# ---- mult_div_unit ----
Fig. 1: mult_div_unit, signal wires by layer
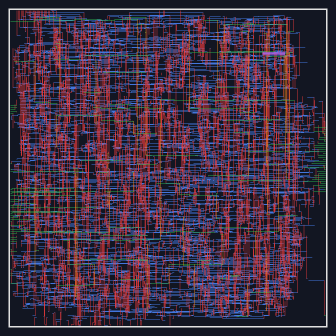
==> config.mk <==
export PLATFORM = sky130hd
export DESIGN_NAME = mult_div_unit
export DESIGN_NICKNAME = d
export VERILOG_FILES = /design/src/rtl/mult_div_unit.sv
export SDC_FILE = /design/constraint.sdc
export NUM_CORES = 1
export LEC_CHECK = 0
export CELL_PAD_IN_SITES_DETAIL_PLACEMENT = 1
export CELL_PAD_IN_SITES_GLOBAL_PLACEMENT = 1
export CORE_UTILIZATION = 40
export CTS_BUF_LIST = sky130_fd_sc_hd__clkbuf_8
export DETAILED_ROUTE_END_ITERATION = 16
export PLACE_DENSITY_LB_ADDON = 0.1
export RECOVER_POWER = 100
export SKIP_LAST_GASP = 1
export SYNTH_ARGS = -nofsm -noshare
export SYNTH_HDL_FRONTEND = slang
export SYNTH_SLANG_ARGS = --single-unit
==> constraint.sdc <==
create_clock -name clk -period 4.7 [get_ports clk]
set_input_delay 0.94 -clock clk [delete_from_list [all_inputs] [get_ports clk]]
set_output_delay 0.94 -clock clk [all_outputs]
set_load 0.1 [all_outputs]
==> src/rtl/mult_div_unit.sv <==
// Multicycle signed multiply (radix-2 Booth) / divide (restoring, on magnitudes)
// with HI/LO result registers; one iteration per clock, WIDTH iterations per op.
module mult_div_unit #(
    parameter int WIDTH = 32
) (
    input  logic             clk,
    input  logic             reset_n,
    input  logic             mult_start,
    input  logic             div_start,
    input  logic [WIDTH-1:0] op_a,
    input  logic [WIDTH-1:0] op_b,
    output logic             busy,
    output logic             done,
    output logic             div_by_zero,
    output logic [WIDTH-1:0] hi,
    output logic [WIDTH-1:0] lo
);
    localparam int CW = (WIDTH > 2) ? $clog2(WIDTH) : 1;
    localparam logic [CW-1:0] LAST = CW'(WIDTH - 1);

    typedef enum logic [1:0] {IDLE, MULT, DIV, FINISH} state_t;

    state_t              state, state_nxt;
    logic [CW-1:0]       cnt;
    logic                is_mul, sign_q, sign_r;
    logic [WIDTH-1:0]    mcand, dvs, rem, quo;
    logic [2*WIDTH:0]    prod;
    logic                accept;

    function automatic logic [WIDTH-1:0] mag(input logic [WIDTH-1:0] v);
        return v[WIDTH-1] ? -v : v;
    endfunction

    always_ff @(posedge clk or negedge reset_n) begin
        if (!reset_n) state <= IDLE;
        else          state <= state_nxt;
    end

    always_comb begin
        state_nxt = state;
        accept    = 1'b0;
        case (state)
            IDLE: begin
                if (mult_start) begin
                    accept    = 1'b1;
                    state_nxt = MULT;
                end else if (div_start) begin
                    accept    = 1'b1;
                    state_nxt = (op_b == '0) ? FINISH : DIV;
                end
            end
            MULT:    if (cnt == LAST) state_nxt = FINISH;
            DIV:     if (cnt == LAST) state_nxt = FINISH;
            FINISH:  state_nxt = IDLE;
            default: state_nxt = IDLE;
        endcase
    end

    // Booth add is done one bit wider than the upper half so that
    // subtracting -2^(W-1) cannot overflow; the extra bit is shifted in.
    logic [WIDTH:0]   upper_ext, mcand_ext, booth_sum;
    always_comb begin
        upper_ext = {prod[2*WIDTH], prod[2*WIDTH:WIDTH+1]};
        mcand_ext = {mcand[WIDTH-1], mcand};
        case (prod[1:0])
            2'b01:   booth_sum = upper_ext + mcand_ext;
            2'b10:   booth_sum = upper_ext - mcand_ext;
            default: booth_sum = upper_ext;
        endcase
    end

    logic [WIDTH:0]   div_sh;
    logic [WIDTH+1:0] div_diff;
    assign div_sh   = {rem, quo[WIDTH-1]};
    assign div_diff = {1'b0, div_sh} - {2'b00, dvs};

    always_ff @(posedge clk or negedge reset_n) begin
        if (!reset_n) begin
            busy        <= 1'b0;
            done        <= 1'b0;
            div_by_zero <= 1'b0;
            hi          <= '0;
            lo          <= '0;
            cnt         <= '0;
            is_mul      <= 1'b0;
            sign_q      <= 1'b0;
            sign_r      <= 1'b0;
            mcand       <= '0;
            dvs         <= '0;
            rem         <= '0;
            quo         <= '0;
            prod        <= '0;
        end else begin
            done <= 1'b0;
            case (state)
                IDLE: if (accept) begin
                    busy        <= 1'b1;
                    cnt         <= '0;
                    is_mul      <= mult_start;
                    div_by_zero <= !mult_start && (op_b == '0);
                    mcand       <= op_a;
                    prod        <= {{WIDTH{1'b0}}, op_b, 1'b0};
                    dvs         <= mag(op_b);
                    quo         <= mag(op_a);
                    rem         <= '0;
                    sign_q      <= op_a[WIDTH-1] ^ op_b[WIDTH-1];
                    sign_r      <= op_a[WIDTH-1];
                end
                MULT: begin
                    prod <= {booth_sum, prod[WIDTH:1]};
                    cnt  <= cnt + CW'(1);
                end
                DIV: begin
                    if (!div_diff[WIDTH+1]) begin
                        rem <= div_diff[WIDTH-1:0];
                        quo <= {quo[WIDTH-2:0], 1'b1};
                    end else begin
                        rem <= div_sh[WIDTH-1:0];
                        quo <= {quo[WIDTH-2:0], 1'b0};
                    end
                    cnt <= cnt + CW'(1);
                end
                FINISH: begin
                    busy <= 1'b0;
                    done <= 1'b1;
                    if (is_mul) begin
                        hi <= prod[2*WIDTH:WIDTH+1];
                        lo <= prod[WIDTH:1];
                    end else if (!div_by_zero) begin
                        // remainder follows dividend sign, quotient truncates to zero
                        hi <= sign_r ? -rem : rem;
                        lo <= sign_q ? -quo : quo;
                    end
                end
                default: ;
            endcase
        end
    end
endmodule

==> results.py <==
# Synthesis and PnR figures
metrics = {
    "logic_synthesis": {
        "synth_top_flop_cell": "dfrtp_1",
        "yosysMostFrequentCell": "nand2_1",
        "topCellsByArea": "dfrtp_1, nand2_1, o21ai_0",
        "ys_sh_mux": 0.0444,
        "yosys_warnings": 0,
        "xor_area_frac": 0.0961,
        "simple_gate_area_frac": 0.176,
        "async_flop_share": 1.00,
        "synthCells": 2212,
        "ys_area_um2": 18100,
        "ys_top_cells_by_count": "nand2_1, dfrtp_1, o21ai_0",
    },
    "floorplanning": {
        "io_pins": 135,
        "die_x_um": 215,
        "std_cell_rows": 77,
        "fp_util": 0.408,
        "nWellTaps": 592,
        "die_h_um": 215,
    },
    "routing": {
        "viasPerCell": 5.58,
    },
    "cells_and_area": {
        "flops": 269,
        "logic_gates": 1755,
        "nClkBuffers": 75,
        "num-nonclk-buffers": 164,
        "clkCellAreaFrac": 0.0578,
        "post-route-util": 0.478,
        "diodes": 0,
        "sh_comb_area": 0.505,
        "area_delta_synth_final_pct": 17.0,
    },
    "clock_network": {
        "cts_setup_buffers": 0,
        "clock_sinks": 269,
        "numCtsBuffers": 55,
    },
    "final_timing": {
        "drv_slew": 664,
        "final-setup-viol-count": 0,
        "fmax_mhz": 223,
        "timing.max_slew.rel_slack": -0.635,
        "rsz0062_at_grt": "true",
        "fin_ws_ns": 0.218,
    },
    "place": {
        "gp_congestion": 0.880,
        "dp.final_hpwl_mm": 46.1,
    },
    "worst_setup_path": {
        "end_kind": "flip-flop",
        "worstPathArrival_ns": 5.05,
        "slowest_delay_ns": 0.60,
        "crit_buf_inv": 0,
        "crit_family": "simple AND/OR/NAND/NOR gates",
    },
    "grt": {
        "grt_max_degree": 128,
    },
    "hold_path": {
        "hold_class": "in2async",
    },
    "status": {
        "violations": "max-capacitance violations, max-slew violations",
        "status": "finished, violations left",
    },
    "run": {
        "cap_violations": 9,
    },
}
About Fig. 1:
[M3] green | wire length: 2,270 um
[M2] red | wire length: 28.7 mm
[M5] purple | wire length: 13.8 um
[M1] blue | wire length: 28.5 mm
[M4] orange | wire length: 1,690 um
Routed WL: 61.1 mm
Wirelength per Cell: 20.7 um
Total GRT Usage: 0.264

-- layer usage --
metal | track usage | up-vias | wire (um) | share of wire
li1 | - | 7980 | - | -
met1 | 0.355 | 8164 | 28500 | 0.47
met2 | 0.433 | 238 | 28700 | 0.47
met3 | 0.0439 | 98 | 2270 | 0.037
met4 | 0.0831 | 2 | 1690 | 0.028
met5 | 0 | - | 13 | 0.00021
-- registers in the layout (all words and copies together) (netlist names) --
name / cells
hi: 32
div_by_zero: 1
cnt: 5
state: 2
prod: 65
done: 1
is_mul: 1
busy: 1
dvs: 32
quo: 32
lo: 32
sign_q: 1
mcand: 31
sign_r: 1
rem: 32

# ---- seq_divider_16by8 ----
Fig. 2: seq_divider_16by8, clock distribution
The bar under the picture is 20 um long.
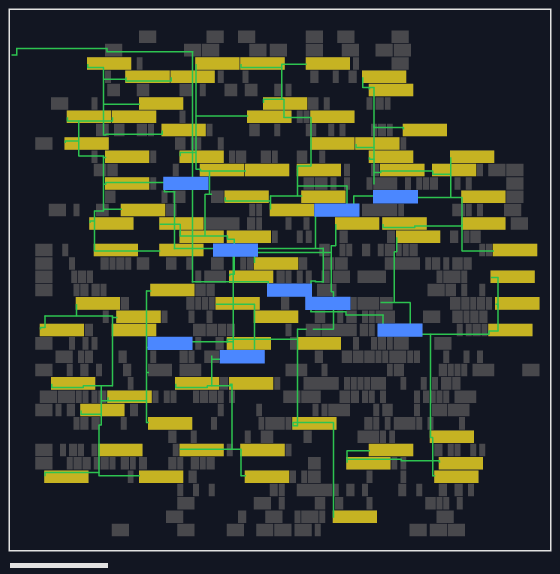
Fig. 3: seq_divider_16by8, signal wires by layer
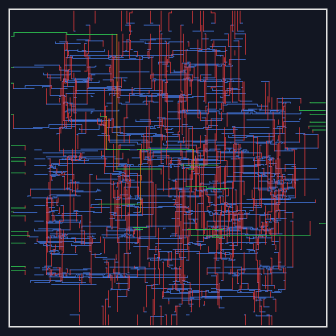
Fig. 4: seq_divider_16by8, clock routing
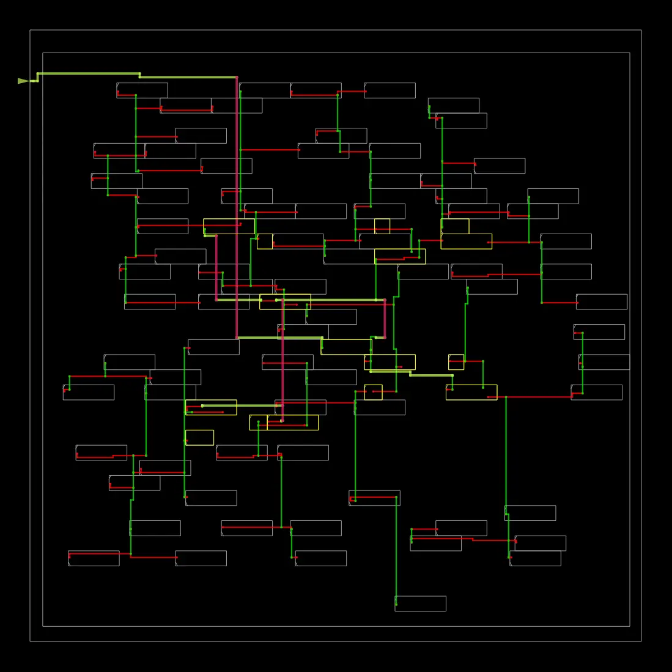
### config.mk
export PLATFORM = sky130hd
export DESIGN_NAME = seq_divider_16by8
export DESIGN_NICKNAME = d
export VERILOG_FILES = /design/src/rtl/alu_pkg.sv /design/src/rtl/div_step.sv /design/src/rtl/seq_divider_16by8.sv
export SDC_FILE = /design/constraint.sdc
export NUM_CORES = 1
export LEC_CHECK = 0
export ABC_AREA = 1
export CORE_MARGIN = 2
export CORE_UTILIZATION = 35
export CTS_CLUSTER_SIZE = 20
export DETAILED_ROUTE_END_ITERATION = 7
export PLACE_DENSITY_LB_ADDON = 0.15
export RECOVER_POWER = 25
export SYNTH_ARGS = -nofsm -noshare
export SYNTH_HDL_FRONTEND = slang
export SYNTH_SLANG_ARGS = --single-unit
### constraint.sdc
create_clock -name clk -period 2.57 [get_ports clk]
set_clock_uncertainty 0.1 [all_clocks]
set_input_delay 0.514 -clock clk [delete_from_list [all_inputs] [get_ports clk]]
set_output_delay 0.514 -clock clk [all_outputs]
set_load 0.005 [all_outputs]
### src/rtl/alu_pkg.sv
// Shared ALU definitions: divider FSM states, default widths and the
// divide-by-zero result constants.
package alu_pkg;

  typedef enum logic [1:0] {
    IDLE,
    RUN,
    DONE
  } div_state_t;

  localparam int unsigned DIV_DW = 16;
  localparam int unsigned DIV_VW = 8;

  localparam logic [DIV_DW-1:0] DIV_Q_DBZ = '1;
  localparam logic [DIV_VW-1:0] DIV_R_DBZ = '1;

endpackage

### src/rtl/div_step.sv
// One restoring-division step: shift in a dividend bit, trial-subtract the
// divisor, and keep the difference only when it does not go negative.
module div_step #(
  parameter int unsigned VW = 8
) (
  input  logic [VW:0]   p_i,
  input  logic          bit_i,
  input  logic [VW-1:0] dvs_i,
  output logic [VW:0]   p_o,
  output logic          q_o
);

  logic [VW:0] t;
  // P stays below the divisor, so its top bit is always zero here.
  logic        p_msb_unused;

  assign p_msb_unused = p_i[VW];

  always_comb begin
    t   = {p_i[VW-1:0], bit_i};
    q_o = (t >= {1'b0, dvs_i});
    p_o = q_o ? (t - {1'b0, dvs_i}) : t;
  end

endmodule

### src/rtl/seq_divider_16by8.sv
// Sequential restoring divider: DW-bit dividend by VW-bit divisor, one
// quotient bit per clock, with a start/done handshake.
module seq_divider_16by8
  import alu_pkg::*;
#(
  parameter int unsigned DW = DIV_DW,
  parameter int unsigned VW = DIV_VW
) (
  input  logic          clk,
  input  logic          rst,
  input  logic          start,
  input  logic [DW-1:0] Z,
  input  logic [VW-1:0] Y,
  output logic          busy,
  output logic          done,
  output logic [DW-1:0] Q,
  output logic [VW-1:0] R,
  output logic          div_by_zero
);

  localparam int unsigned CW = $clog2(DW);

  div_state_t    state_q, state_d;
  logic [CW-1:0] cnt_q, cnt_d;
  logic [DW-1:0] dvd_q, dvd_d;
  logic [VW-1:0] dvs_q, dvs_d;
  logic [VW:0]   p_q, p_d;
  logic [DW-1:0] quo_q, quo_d;
  logic [DW-1:0] q_q, q_d;
  logic [VW-1:0] r_q, r_d;
  logic          dbz_q, dbz_d;

  logic [VW:0]   p_nxt;
  logic          qbit;

  div_step #(.VW(VW)) u_step (
    .p_i   (p_q),
    .bit_i (dvd_q[DW-1]),
    .dvs_i (dvs_q),
    .p_o   (p_nxt),
    .q_o   (qbit)
  );

  always_ff @(posedge clk or posedge rst) begin
    if (rst) begin
      state_q <= IDLE;
      cnt_q   <= '0;
      dvd_q   <= '0;
      dvs_q   <= '0;
      p_q     <= '0;
      quo_q   <= '0;
      q_q     <= '0;
      r_q     <= '0;
      dbz_q   <= 1'b0;
    end else begin
      state_q <= state_d;
      cnt_q   <= cnt_d;
      dvd_q   <= dvd_d;
      dvs_q   <= dvs_d;
      p_q     <= p_d;
      quo_q   <= quo_d;
      q_q     <= q_d;
      r_q     <= r_d;
      dbz_q   <= dbz_d;
    end
  end

  always_comb begin
    state_d = state_q;
    cnt_d   = cnt_q;
    dvd_d   = dvd_q;
    dvs_d   = dvs_q;
    p_d     = p_q;
    quo_d   = quo_q;
    q_d     = q_q;
    r_d     = r_q;
    dbz_d   = dbz_q;

    case (state_q)
      // DONE accepts a new start exactly like IDLE so divides can run back-to-back.
      IDLE, DONE: begin
        state_d = IDLE;
        if (start) begin
          if (Y != '0) begin
            dvd_d   = Z;
            dvs_d   = Y;
            p_d     = '0;
            quo_d   = '0;
            cnt_d   = '0;
            state_d = RUN;
          end else begin
            q_d     = DW'(DIV_Q_DBZ);
            r_d     = VW'(DIV_R_DBZ);
            dbz_d   = 1'b1;
            state_d = DONE;
          end
        end
      end
      RUN: begin
        p_d   = p_nxt;
        dvd_d = {dvd_q[DW-2:0], 1'b0};
        quo_d = {quo_q[DW-2:0], qbit};
        cnt_d = cnt_q + 1'b1;
        if (cnt_q == CW'(DW - 1)) begin
          q_d     = {quo_q[DW-2:0], qbit};
          r_d     = p_nxt[VW-1:0];
          dbz_d   = 1'b0;
          state_d = DONE;
        end
      end
      default: state_d = IDLE;
    endcase
  end

  assign busy        = (state_q == RUN);
  assign done        = (state_q == DONE);
  assign Q           = q_q;
  assign R           = r_q;
  assign div_by_zero = dbz_q;

endmodule

==> results.py <==
# Synthesis and PnR figures
metrics = {
    "logic_synthesis": {
        "synth_cell_type_count": 35,
        "edf_count": 0,
        "synthCells": 462,
        "ys_area_um2": 3950,
        "ys_cells": 462,
        "fp_nets": 499,
        "topCellsByArea": "dfrtp_1, nand2_1, inv_1",
        "syn-cell-area_um2": 3950,
    },
    "final_timing": {
        "fin_crit_sh": 0.870,
        "timing.max_slew.rel_slack": 0.283,
        "hold_ws_ns": 0.379,
        "hold_violations": 0,
        "fmax_mhz": 447,
        "drv_slew": 0,
    },
    "hold_path": {
        "holdCritStartpoint": "R[3]$_DFFE_PP0P_",
        "hold_end": "R[3]$_DFFE_PP0P_",
        "hold_class": "reg2reg",
        "min_path_cells": 2,
    },
    "cells_and_area": {
        "layout-drive-gt1-share": 0.0942,
        "clkCellAreaFrac": 0.0599,
        "diodes": 0,
        "post-route-util": 0.447,
        "nClkBuffers": 11,
        "combGateArea_um2": 1540,
        "num-nonclk-buffers": 62,
        "largestClassByArea": "sequential cells",
    },
    "floorplanning": {
        "die_x_um": 110,
        "io_pins": 54,
        "nWellTaps": 140,
        "std_cell_rows": 38,
        "coreArea_um2": 10900,
    },
    "worst_setup_path": {
        "rrSetupSlack_ns": 0.58,
        "r2r_cells": 6,
        "worstPathMaxFanout": 9,
        "end_kind": "primary output",
        "worst-setup-path-type": "reg2out",
        "startpoint_type": "flip-flop",
        "worstSetupEndpoint": "busy",
        "worstPathArrival_ns": 1.62,
    },
    "place": {
        "gp_congestion": 0.800,
        "io_buffer_count": 53,
        "dp.final_hpwl_mm": 5.94,
    },
    "routing": {
        "drc": 0,
        "viasPerCell": 4.71,
        "antenna_left": 0,
    },
    "power": {
        "p_leak_uw": 0.00238,
        "p_per_area_nw_per_um2": 1400,
        "pg_comb_uw": 3580,
    },
    "status": {
        "status": "complete, no violations",
    },
    "grt": {
        "antenna_found_initial": 0,
        "grt_max_degree": 51,
        "grt_pass1_wl_mm": 14.6,
        "grt_pass1_vias": 3009,
    },
    "clock_network": {
        "cts_hold_buf": 0,
        "clkTransAtPathRegs_ns": 0.06,
        "cts_tree": "built",
    },
}
Notes on Fig. 2 above:
[clock wires] green | length: 1,110 um
[flip-flops] yellow | count: 78
[clock-net drivers] blue | count: 9
flops lie: all over the die
routed clock nets: 10
Late-Pin Clk Latency: 0.33 ns
Clock power frac: 0.182
clock group power: 1240 uW

Notes on Fig. 3 above:
[M1] blue | wire length: 4,040 um
[M3] green | wire length: 288 um
[M4] orange | wire length: 87.0 um
[M2] red | wire length: 4,120 um
Wirelength per Cell: 12.9 um
Total GRT Usage: 0.154
Routed WL: 8.53 mm
Vias: 3,106

Notes on Fig. 4 above:
CTS Buf Count: 9
sequential cell count: 78
CTS Sinks: 78

-- cell families (layout without fill, tap and decap cells) --
family | after synthesis | count (layout) | synth area share
compound gates | 87 | 87 | 0.122
xor+xnor | 3 | 3 | 0.00666
fa+ha+maj | 10 | 10 | 0.0336
buf+inv | 106 | 164 | 0.116
flops | 78 | 78 | 0.495
simple gates | 178 | 178 | 0.227
-- metal layers --
layer / track usage / wire (um) / part of all wire
met5: 0 / 0 / 0
met4: 0.0464 / 87 / 0.010
met3: 0.0282 / 287 / 0.034
met2: 0.260 / 4120 / 0.48
met1: 0.202 / 4040 / 0.47
-- layout by cell type (no fill, tap or decap), types with 7 or more instances in the layout --
cell type,count
nand3_2,7
o22ai_1,16
a22oi_1,9
clkdlybuf4s50_1,52
nand4_1,14
o21ai_1,27
clkbuf_16,9
ha_1,9
o21ai_0,30
nor2_1,24
nand2_1,103
dfrtp_1,78
nand3_1,15
inv_1,82
-- sequential cells by signal, summed over array words and instances, names as in the netlist --
name and count:
cnt_q 4, R 8, div_by_zero 1, dvs_q 8, Q 16, state_q 2
dvd_q 16, p_q 8, quo_q 15

# ---- reorder_buffer ----
Fig. 5: reorder_buffer, signal wires by layer
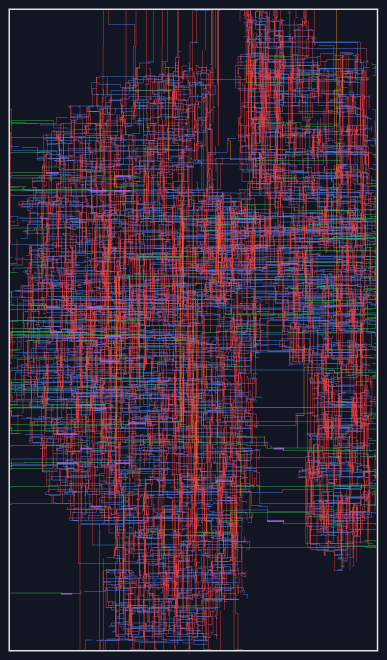
Fig. 6: reorder_buffer, port wiring
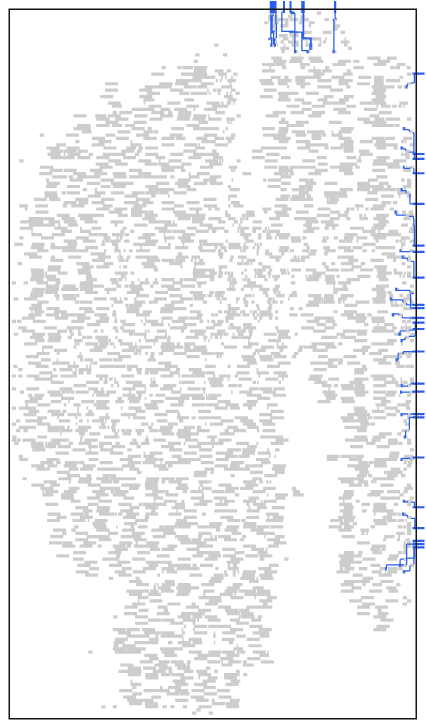
Fig. 7: reorder_buffer, clock distribution
The bar under the picture is 100 um long.
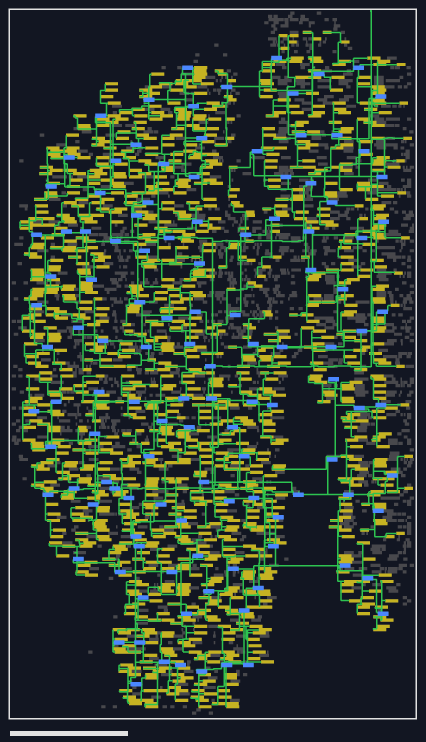
===== src/rtl/reorder_buffer.sv =====
// ---------------------------------------------------------------------------
// reorder_buffer
//
// Circular reorder buffer that sits after the reservation station. The
// decoder allocates one entry per issued instruction, the RS write-back bus
// marks entries complete, and completed entries retire in program order to
// the register file. Branch mispredictions and jalr redirects are resolved
// at retire time and produce a one-cycle flush with a fetch redirect PC.
//
// Ports
//   clk_in, rst_in, rdy_in      clock, sync active-high reset, global enable
//   issue_*                     allocation request from the decoder
//   rob_full, rob_tail          occupancy / next allocated index (comb)
//   wb_*                        result write-back from the RS
//   qry_{j,k}_id/ready/value    operand lookup with write-back forwarding
//   commit_*                    registered retire pulse toward the regfile
//   flush, redirect_pc          registered pipeline-flush pulse and new PC
// ---------------------------------------------------------------------------
module reorder_buffer #(
    parameter int ROB_WIDTH     = 8,
    parameter int ROB_WIDTH_BIT = 3,
    parameter int REG_ID_BIT    = 5
) (
    input  logic                     clk_in,
    input  logic                     rst_in,
    input  logic                     rdy_in,
    input  logic                     issue_valid,
    input  logic [1:0]               issue_type,
    input  logic [REG_ID_BIT-1:0]    issue_rd,
    input  logic [31:0]              issue_pc,
    input  logic [31:0]              issue_target,
    input  logic                     issue_pred,
    output logic                     rob_full,
    output logic [ROB_WIDTH_BIT-1:0] rob_tail,
    input  logic                     wb_valid,
    input  logic [ROB_WIDTH_BIT-1:0] wb_rob_id,
    input  logic [31:0]              wb_value,
    input  logic [31:0]              wb_new_pc,
    input  logic [ROB_WIDTH_BIT-1:0] qry_j_id,
    input  logic [ROB_WIDTH_BIT-1:0] qry_k_id,
    output logic                     qry_j_ready,
    output logic                     qry_k_ready,
    output logic [31:0]              qry_j_value,
    output logic [31:0]              qry_k_value,
    output logic                     commit_valid,
    output logic [ROB_WIDTH_BIT-1:0] commit_rob_id,
    output logic [REG_ID_BIT-1:0]    commit_rd,
    output logic [31:0]              commit_value,
    output logic                     flush,
    output logic [31:0]              redirect_pc
);

    typedef enum logic [1:0] {
        TYPE_REG    = 2'd0,
        TYPE_BRANCH = 2'd1,
        TYPE_JALR   = 2'd2,
        TYPE_NONE   = 2'd3
    } entry_type_e;

    localparam logic [ROB_WIDTH_BIT:0] FULL_COUNT = (ROB_WIDTH_BIT+1)'(ROB_WIDTH);

    // Control state
    logic [ROB_WIDTH_BIT-1:0] head;
    logic [ROB_WIDTH_BIT-1:0] tail;
    logic [ROB_WIDTH_BIT:0]   count;
    logic [ROB_WIDTH-1:0]     busy;
    logic [ROB_WIDTH-1:0]     ready;

    // Entry payload
    entry_type_e           ent_type   [ROB_WIDTH];
    logic [REG_ID_BIT-1:0] ent_rd     [ROB_WIDTH];
    logic [31:0]           ent_pc     [ROB_WIDTH];
    logic [31:0]           ent_target [ROB_WIDTH];
    logic [31:0]           ent_value  [ROB_WIDTH];
    logic [31:0]           ent_new_pc [ROB_WIDTH];
    logic [ROB_WIDTH-1:0]  ent_pred;

    logic        head_commit;
    logic        head_taken;
    logic        head_mispredict;
    logic        head_jalr;
    logic        commit_flush;
    logic        do_issue;
    logic        do_wb;
    logic [31:0] redirect_next;

    assign rob_full = (count == FULL_COUNT);
    assign rob_tail = tail;

    // Retire decision is made from registered state only.
    assign head_commit     = busy[head] && ready[head];
    assign head_taken      = ent_value[head][0];
    assign head_mispredict = (ent_type[head] == TYPE_BRANCH) && (head_taken != ent_pred[head]);
    assign head_jalr       = (ent_type[head] == TYPE_JALR);
    assign commit_flush    = head_commit && (head_mispredict || head_jalr);
    assign redirect_next   = head_jalr  ? ent_new_pc[head] :
                             head_taken ? ent_target[head] : ent_pc[head] + 32'd4;

    // A flushing edge discards the same-cycle issue and write-back. The tail
    // entry is never busy unless the buffer is full, so issue and write-back
    // can never target the same entry.
    assign do_issue = !rst_in && rdy_in && !commit_flush && issue_valid && !rob_full;
    assign do_wb    = !rst_in && rdy_in && !commit_flush && wb_valid && busy[wb_rob_id];

    // Operand lookup, forwarding a result that is on the write-back bus now.
    always_comb begin
        // NOTE: every output gets a default before the conditionals so no
        // path leaves it unassigned, which would otherwise infer a latch.
        qry_j_ready = 1'b0;
        qry_j_value = ent_value[qry_j_id];
        qry_k_ready = 1'b0;
        qry_k_value = ent_value[qry_k_id];
        if (busy[qry_j_id]) begin
            if (wb_valid && wb_rob_id == qry_j_id) begin
                qry_j_ready = 1'b1;
                qry_j_value = wb_value;
            end else begin
                qry_j_ready = ready[qry_j_id];
            end
        end
        if (busy[qry_k_id]) begin
            if (wb_valid && wb_rob_id == qry_k_id) begin
                qry_k_ready = 1'b1;
                qry_k_value = wb_value;
            end else begin
                qry_k_ready = ready[qry_k_id];
            end
        end
    end

    // Control state and registered outputs.
    always_ff @(posedge clk_in) begin
        // NOTE: sequential state uses non-blocking assignments so every
        // right-hand side sees pre-edge values; later writes to the same bit
        // in this block win (commit clearing ready overrides a write-back).
        if (rst_in) begin
            head          <= '0;
            tail          <= '0;
            count         <= '0;
            busy          <= '0;
            ready         <= '0;
            commit_valid  <= 1'b0;
            commit_rob_id <= '0;
            commit_rd     <= '0;
            commit_value  <= '0;
            flush         <= 1'b0;
            redirect_pc   <= '0;
        end else if (!rdy_in) begin
            commit_valid <= 1'b0;
            flush        <= 1'b0;
        end else begin
            commit_valid <= head_commit;
            flush        <= commit_flush;
            if (head_commit) begin
                commit_rob_id <= head;
                commit_value  <= ent_value[head];
                commit_rd     <= (ent_type[head] == TYPE_REG || ent_type[head] == TYPE_JALR)
                                 ? ent_rd[head] : '0;
            end
            if (commit_flush) begin
                redirect_pc <= redirect_next;
                head        <= '0;
                tail        <= '0;
                count       <= '0;
                busy        <= '0;
                ready       <= '0;
            end else begin
                if (do_wb) begin
                    ready[wb_rob_id] <= 1'b1;
                end
                if (do_issue) begin
                    busy[tail]  <= 1'b1;
                    ready[tail] <= 1'b0;
                    tail        <= tail + ROB_WIDTH_BIT'(1);
                end
                if (head_commit) begin
                    busy[head]  <= 1'b0;
                    ready[head] <= 1'b0;
                    head        <= head + ROB_WIDTH_BIT'(1);
                end
                case ({do_issue, head_commit})
                    2'b10:   count <= count + (ROB_WIDTH_BIT+1)'(1);
                    2'b01:   count <= count - (ROB_WIDTH_BIT+1)'(1);
                    default: ;
                endcase
            end
        end
    end

    // Payload storage.
    // NOTE: payload arrays have no reset; their contents are only looked at
    // while the matching busy/ready bit is set, and those bits are reset.
    always_ff @(posedge clk_in) begin
        if (do_issue) begin
            ent_type[tail]   <= entry_type_e'(issue_type);
            ent_rd[tail]     <= issue_rd;
            ent_pc[tail]     <= issue_pc;
            ent_target[tail] <= issue_target;
            ent_pred[tail]   <= issue_pred;
        end
        if (do_wb) begin
            ent_value[wb_rob_id]  <= wb_value;
            ent_new_pc[wb_rob_id] <= wb_new_pc;
        end
    end

endmodule


===== config.mk =====
export PLATFORM = sky130hd
export DESIGN_NAME = reorder_buffer
export DESIGN_NICKNAME = d
export VERILOG_FILES = /design/src/rtl/reorder_buffer.sv
export SDC_FILE = /design/constraint.sdc
export NUM_CORES = 1
export LEC_CHECK = 0
export ABC_CLOCK_PERIOD_IN_PS = 16160
export CAP_MARGIN = 10
export CORE_ASPECT_RATIO = 1.75
export CORE_MARGIN = 1
export CORE_UTILIZATION = 25
export DETAILED_ROUTE_END_ITERATION = 8
export PLACE_DENSITY = 0.4
export SETUP_SLACK_MARGIN = 0.02
export SLEW_MARGIN = 10
export SYNTH_ARGS = -nofsm -noshare
export SYNTH_HDL_FRONTEND = slang
export SYNTH_SLANG_ARGS = --single-unit

===== constraint.sdc =====
create_clock -name clk_in -period 16.16 [get_ports clk_in]
set_input_delay 2.424 -clock clk_in [delete_from_list [all_inputs] [get_ports clk_in]]
set_output_delay 2.424 -clock clk_in [all_outputs]
set_load 0.05 [all_outputs]

==> results.py <==
# Synthesis and PnR figures
metrics = {
    "grt": {
        "grt_pass1_vias": 29400,
        "antenna_found_initial": 43,
        "met2_usage": 0.287,
    },
    "final_timing": {
        "tns_ns": 0,
        "hold_violations": 0,
        "timing.max_slew.rel_slack": 0.233,
        "final-setup-viol-count": 0,
        "fin_ws_ns": 7.83,
        "fmax_mhz": 120,
    },
    "cells_and_area": {
        "bufAreaShareNonClock": 0.0577,
        "clkCellAreaFrac": 0.0654,
        "inv_count": 14,
        "combGateArea_um2": 15300,
        "nNetsFinal": 3214,
        "sh_comb_area": 0.252,
        "n_fill_cell": 20000,
        "largestClassByArea": "sequential cells",
        "logic_gates": 1363,
        "stdcell_area_um2": 61000,
        "stdcell_count": 5828,
    },
    "power": {
        "seq-power_uw": 3370,
        "p_per_area_nw_per_um2": 107,
        "sw_frac_of_total": 0.219,
        "pg_comb_uw": 300,
        "p_switching_uw": 1430,
        "pwr-share-seq": 0.516,
        "p_leak_uw": 0.0184,
        "finalPower_uw": 6540,
        "power_leader": "registers",
    },
    "logic_synthesis": {
        "yosysMostFrequentCell": "edfxtp_1",
        "ys_area_um2": 51000,
        "fp_nets": 2905,
        "synthCells": 2750,
        "largest_area_cell": "edfxtp_1",
        "edf_count": 1088,
        "synth_top_flop_cell": "edfxtp_1",
        "synth_cell_type_count": 84,
        "yosys_warnings": 0,
        "ys_cells": 2750,
        "avgSynthCellArea_um2": 18.6,
        "topCellsByArea": "edfxtp_1, mux4_2, dfxtp_1",
    },
    "floorplanning": {
        "dieArea_um2": 206000,
        "die_x_um": 344,
        "fp_util": 0.251,
    },
    "worst_setup_path": {
        "worstPathMaxFanout": 64,
        "cp_slowest_cell": "clkdlybuf4s50_1",
        "worst-setup-path-type": "in2out",
        "crit_family": "buffers and inverters",
        "slowest_delay_ns": 0.83,
        "crit_buf_inv": 4,
    },
    "clock_network": {
        "cts_setup_buffers": 0,
        "clkTransAtPathRegs_ns": 0.06,
        "ctsResizeCount": 0,
    },
    "routing": {
        "wl_met3_mm": 8.71,
        "topRoutingLayerUsed": "met5",
        "drt-met1-wl_mm": 66.3,
        "antenna_left": 0,
        "viasPerCell": 4.72,
    },
    "hold_path": {
        "hold_class": "reg2reg",
    },
    "place": {
        "place_ws_ns": 7.71,
    },
    "status": {
        "status": "complete, no violations",
    },
    "run": {
        "cap_violations": 0,
    },
}
Notes on Fig. 5 above:
[M5] purple | wire length: 288 um
[M3] green | wire length: 8,710 um
[M4] orange | wire length: 3,740 um
[M2] red | wire length: 86.0 mm
[M1] blue | wire length: 66.3 mm
Vias: 27,500
Total GRT Usage: 0.159
Routed WL: 165 mm
Wirelength per Cell: 28.3 um

Notes on Fig. 6 above:
[qry_k_value] blue | direction: output | edge: 24 right, 8 top | end cells: 32 | buffers: 32 | wire: 765 um
I/O pins: 294
I/O Buffers: 293

Notes on Fig. 7 above:
[clock wires] green | length: 16,800 um
[flip-flops] yellow | count: 1,191
[clock-net drivers] blue | count: 120
flops lie: all over the die
routed clock nets: 121
Clock power frac: 0.438
Setup Skew: 0.0338 ns
Late-Pin Clk Latency: 0.75 ns
clock group power: 2860 uW

-- worst paths after layout --
path | start | endpoint | slack [ns] | depth (start not counted)
hold / removal | redirect_pc[24]$_SDFFE_PP0P_ | redirect_pc[24]$_SDFFE_PP0P_ | 0.45 | 2
setup / recovery | qry_j_id[0] | qry_j_value[7] | 7.83 | 9
hold reg to reg | redirect_pc[24]$_SDFFE_PP0P_ | redirect_pc[24]$_SDFFE_PP0P_ | 0.45 | 2
setup reg to reg | flip-flop | ent_pc[7][31]$_DFFE_PP_ | 9.36 | 12
-- kinds of logic (layout without fill, tap and decap cells) --
| group | count (synthesis) | in the layout | share of synthesized area |
|---|---|---|---|
| adder cells (fa/ha/maj) | 5 | 5 | 0.00123 |
| AND-OR/OR-AND | 311 | 311 | 0.0418 |
| AND/OR/NAND/NOR | 456 | 456 | 0.0406 |
| buffers and inverters | 196 | 612 | 0.0210 |
| XOR/XNOR | 32 | 32 | 0.00549 |
| flip-flops | 1191 | 1191 | 0.681 |
| other | 0 | 10 | 0 |
| multiplexers | 559 | 559 | 0.209 |

No activity file was given, so power comes from the tool's default toggle rates.
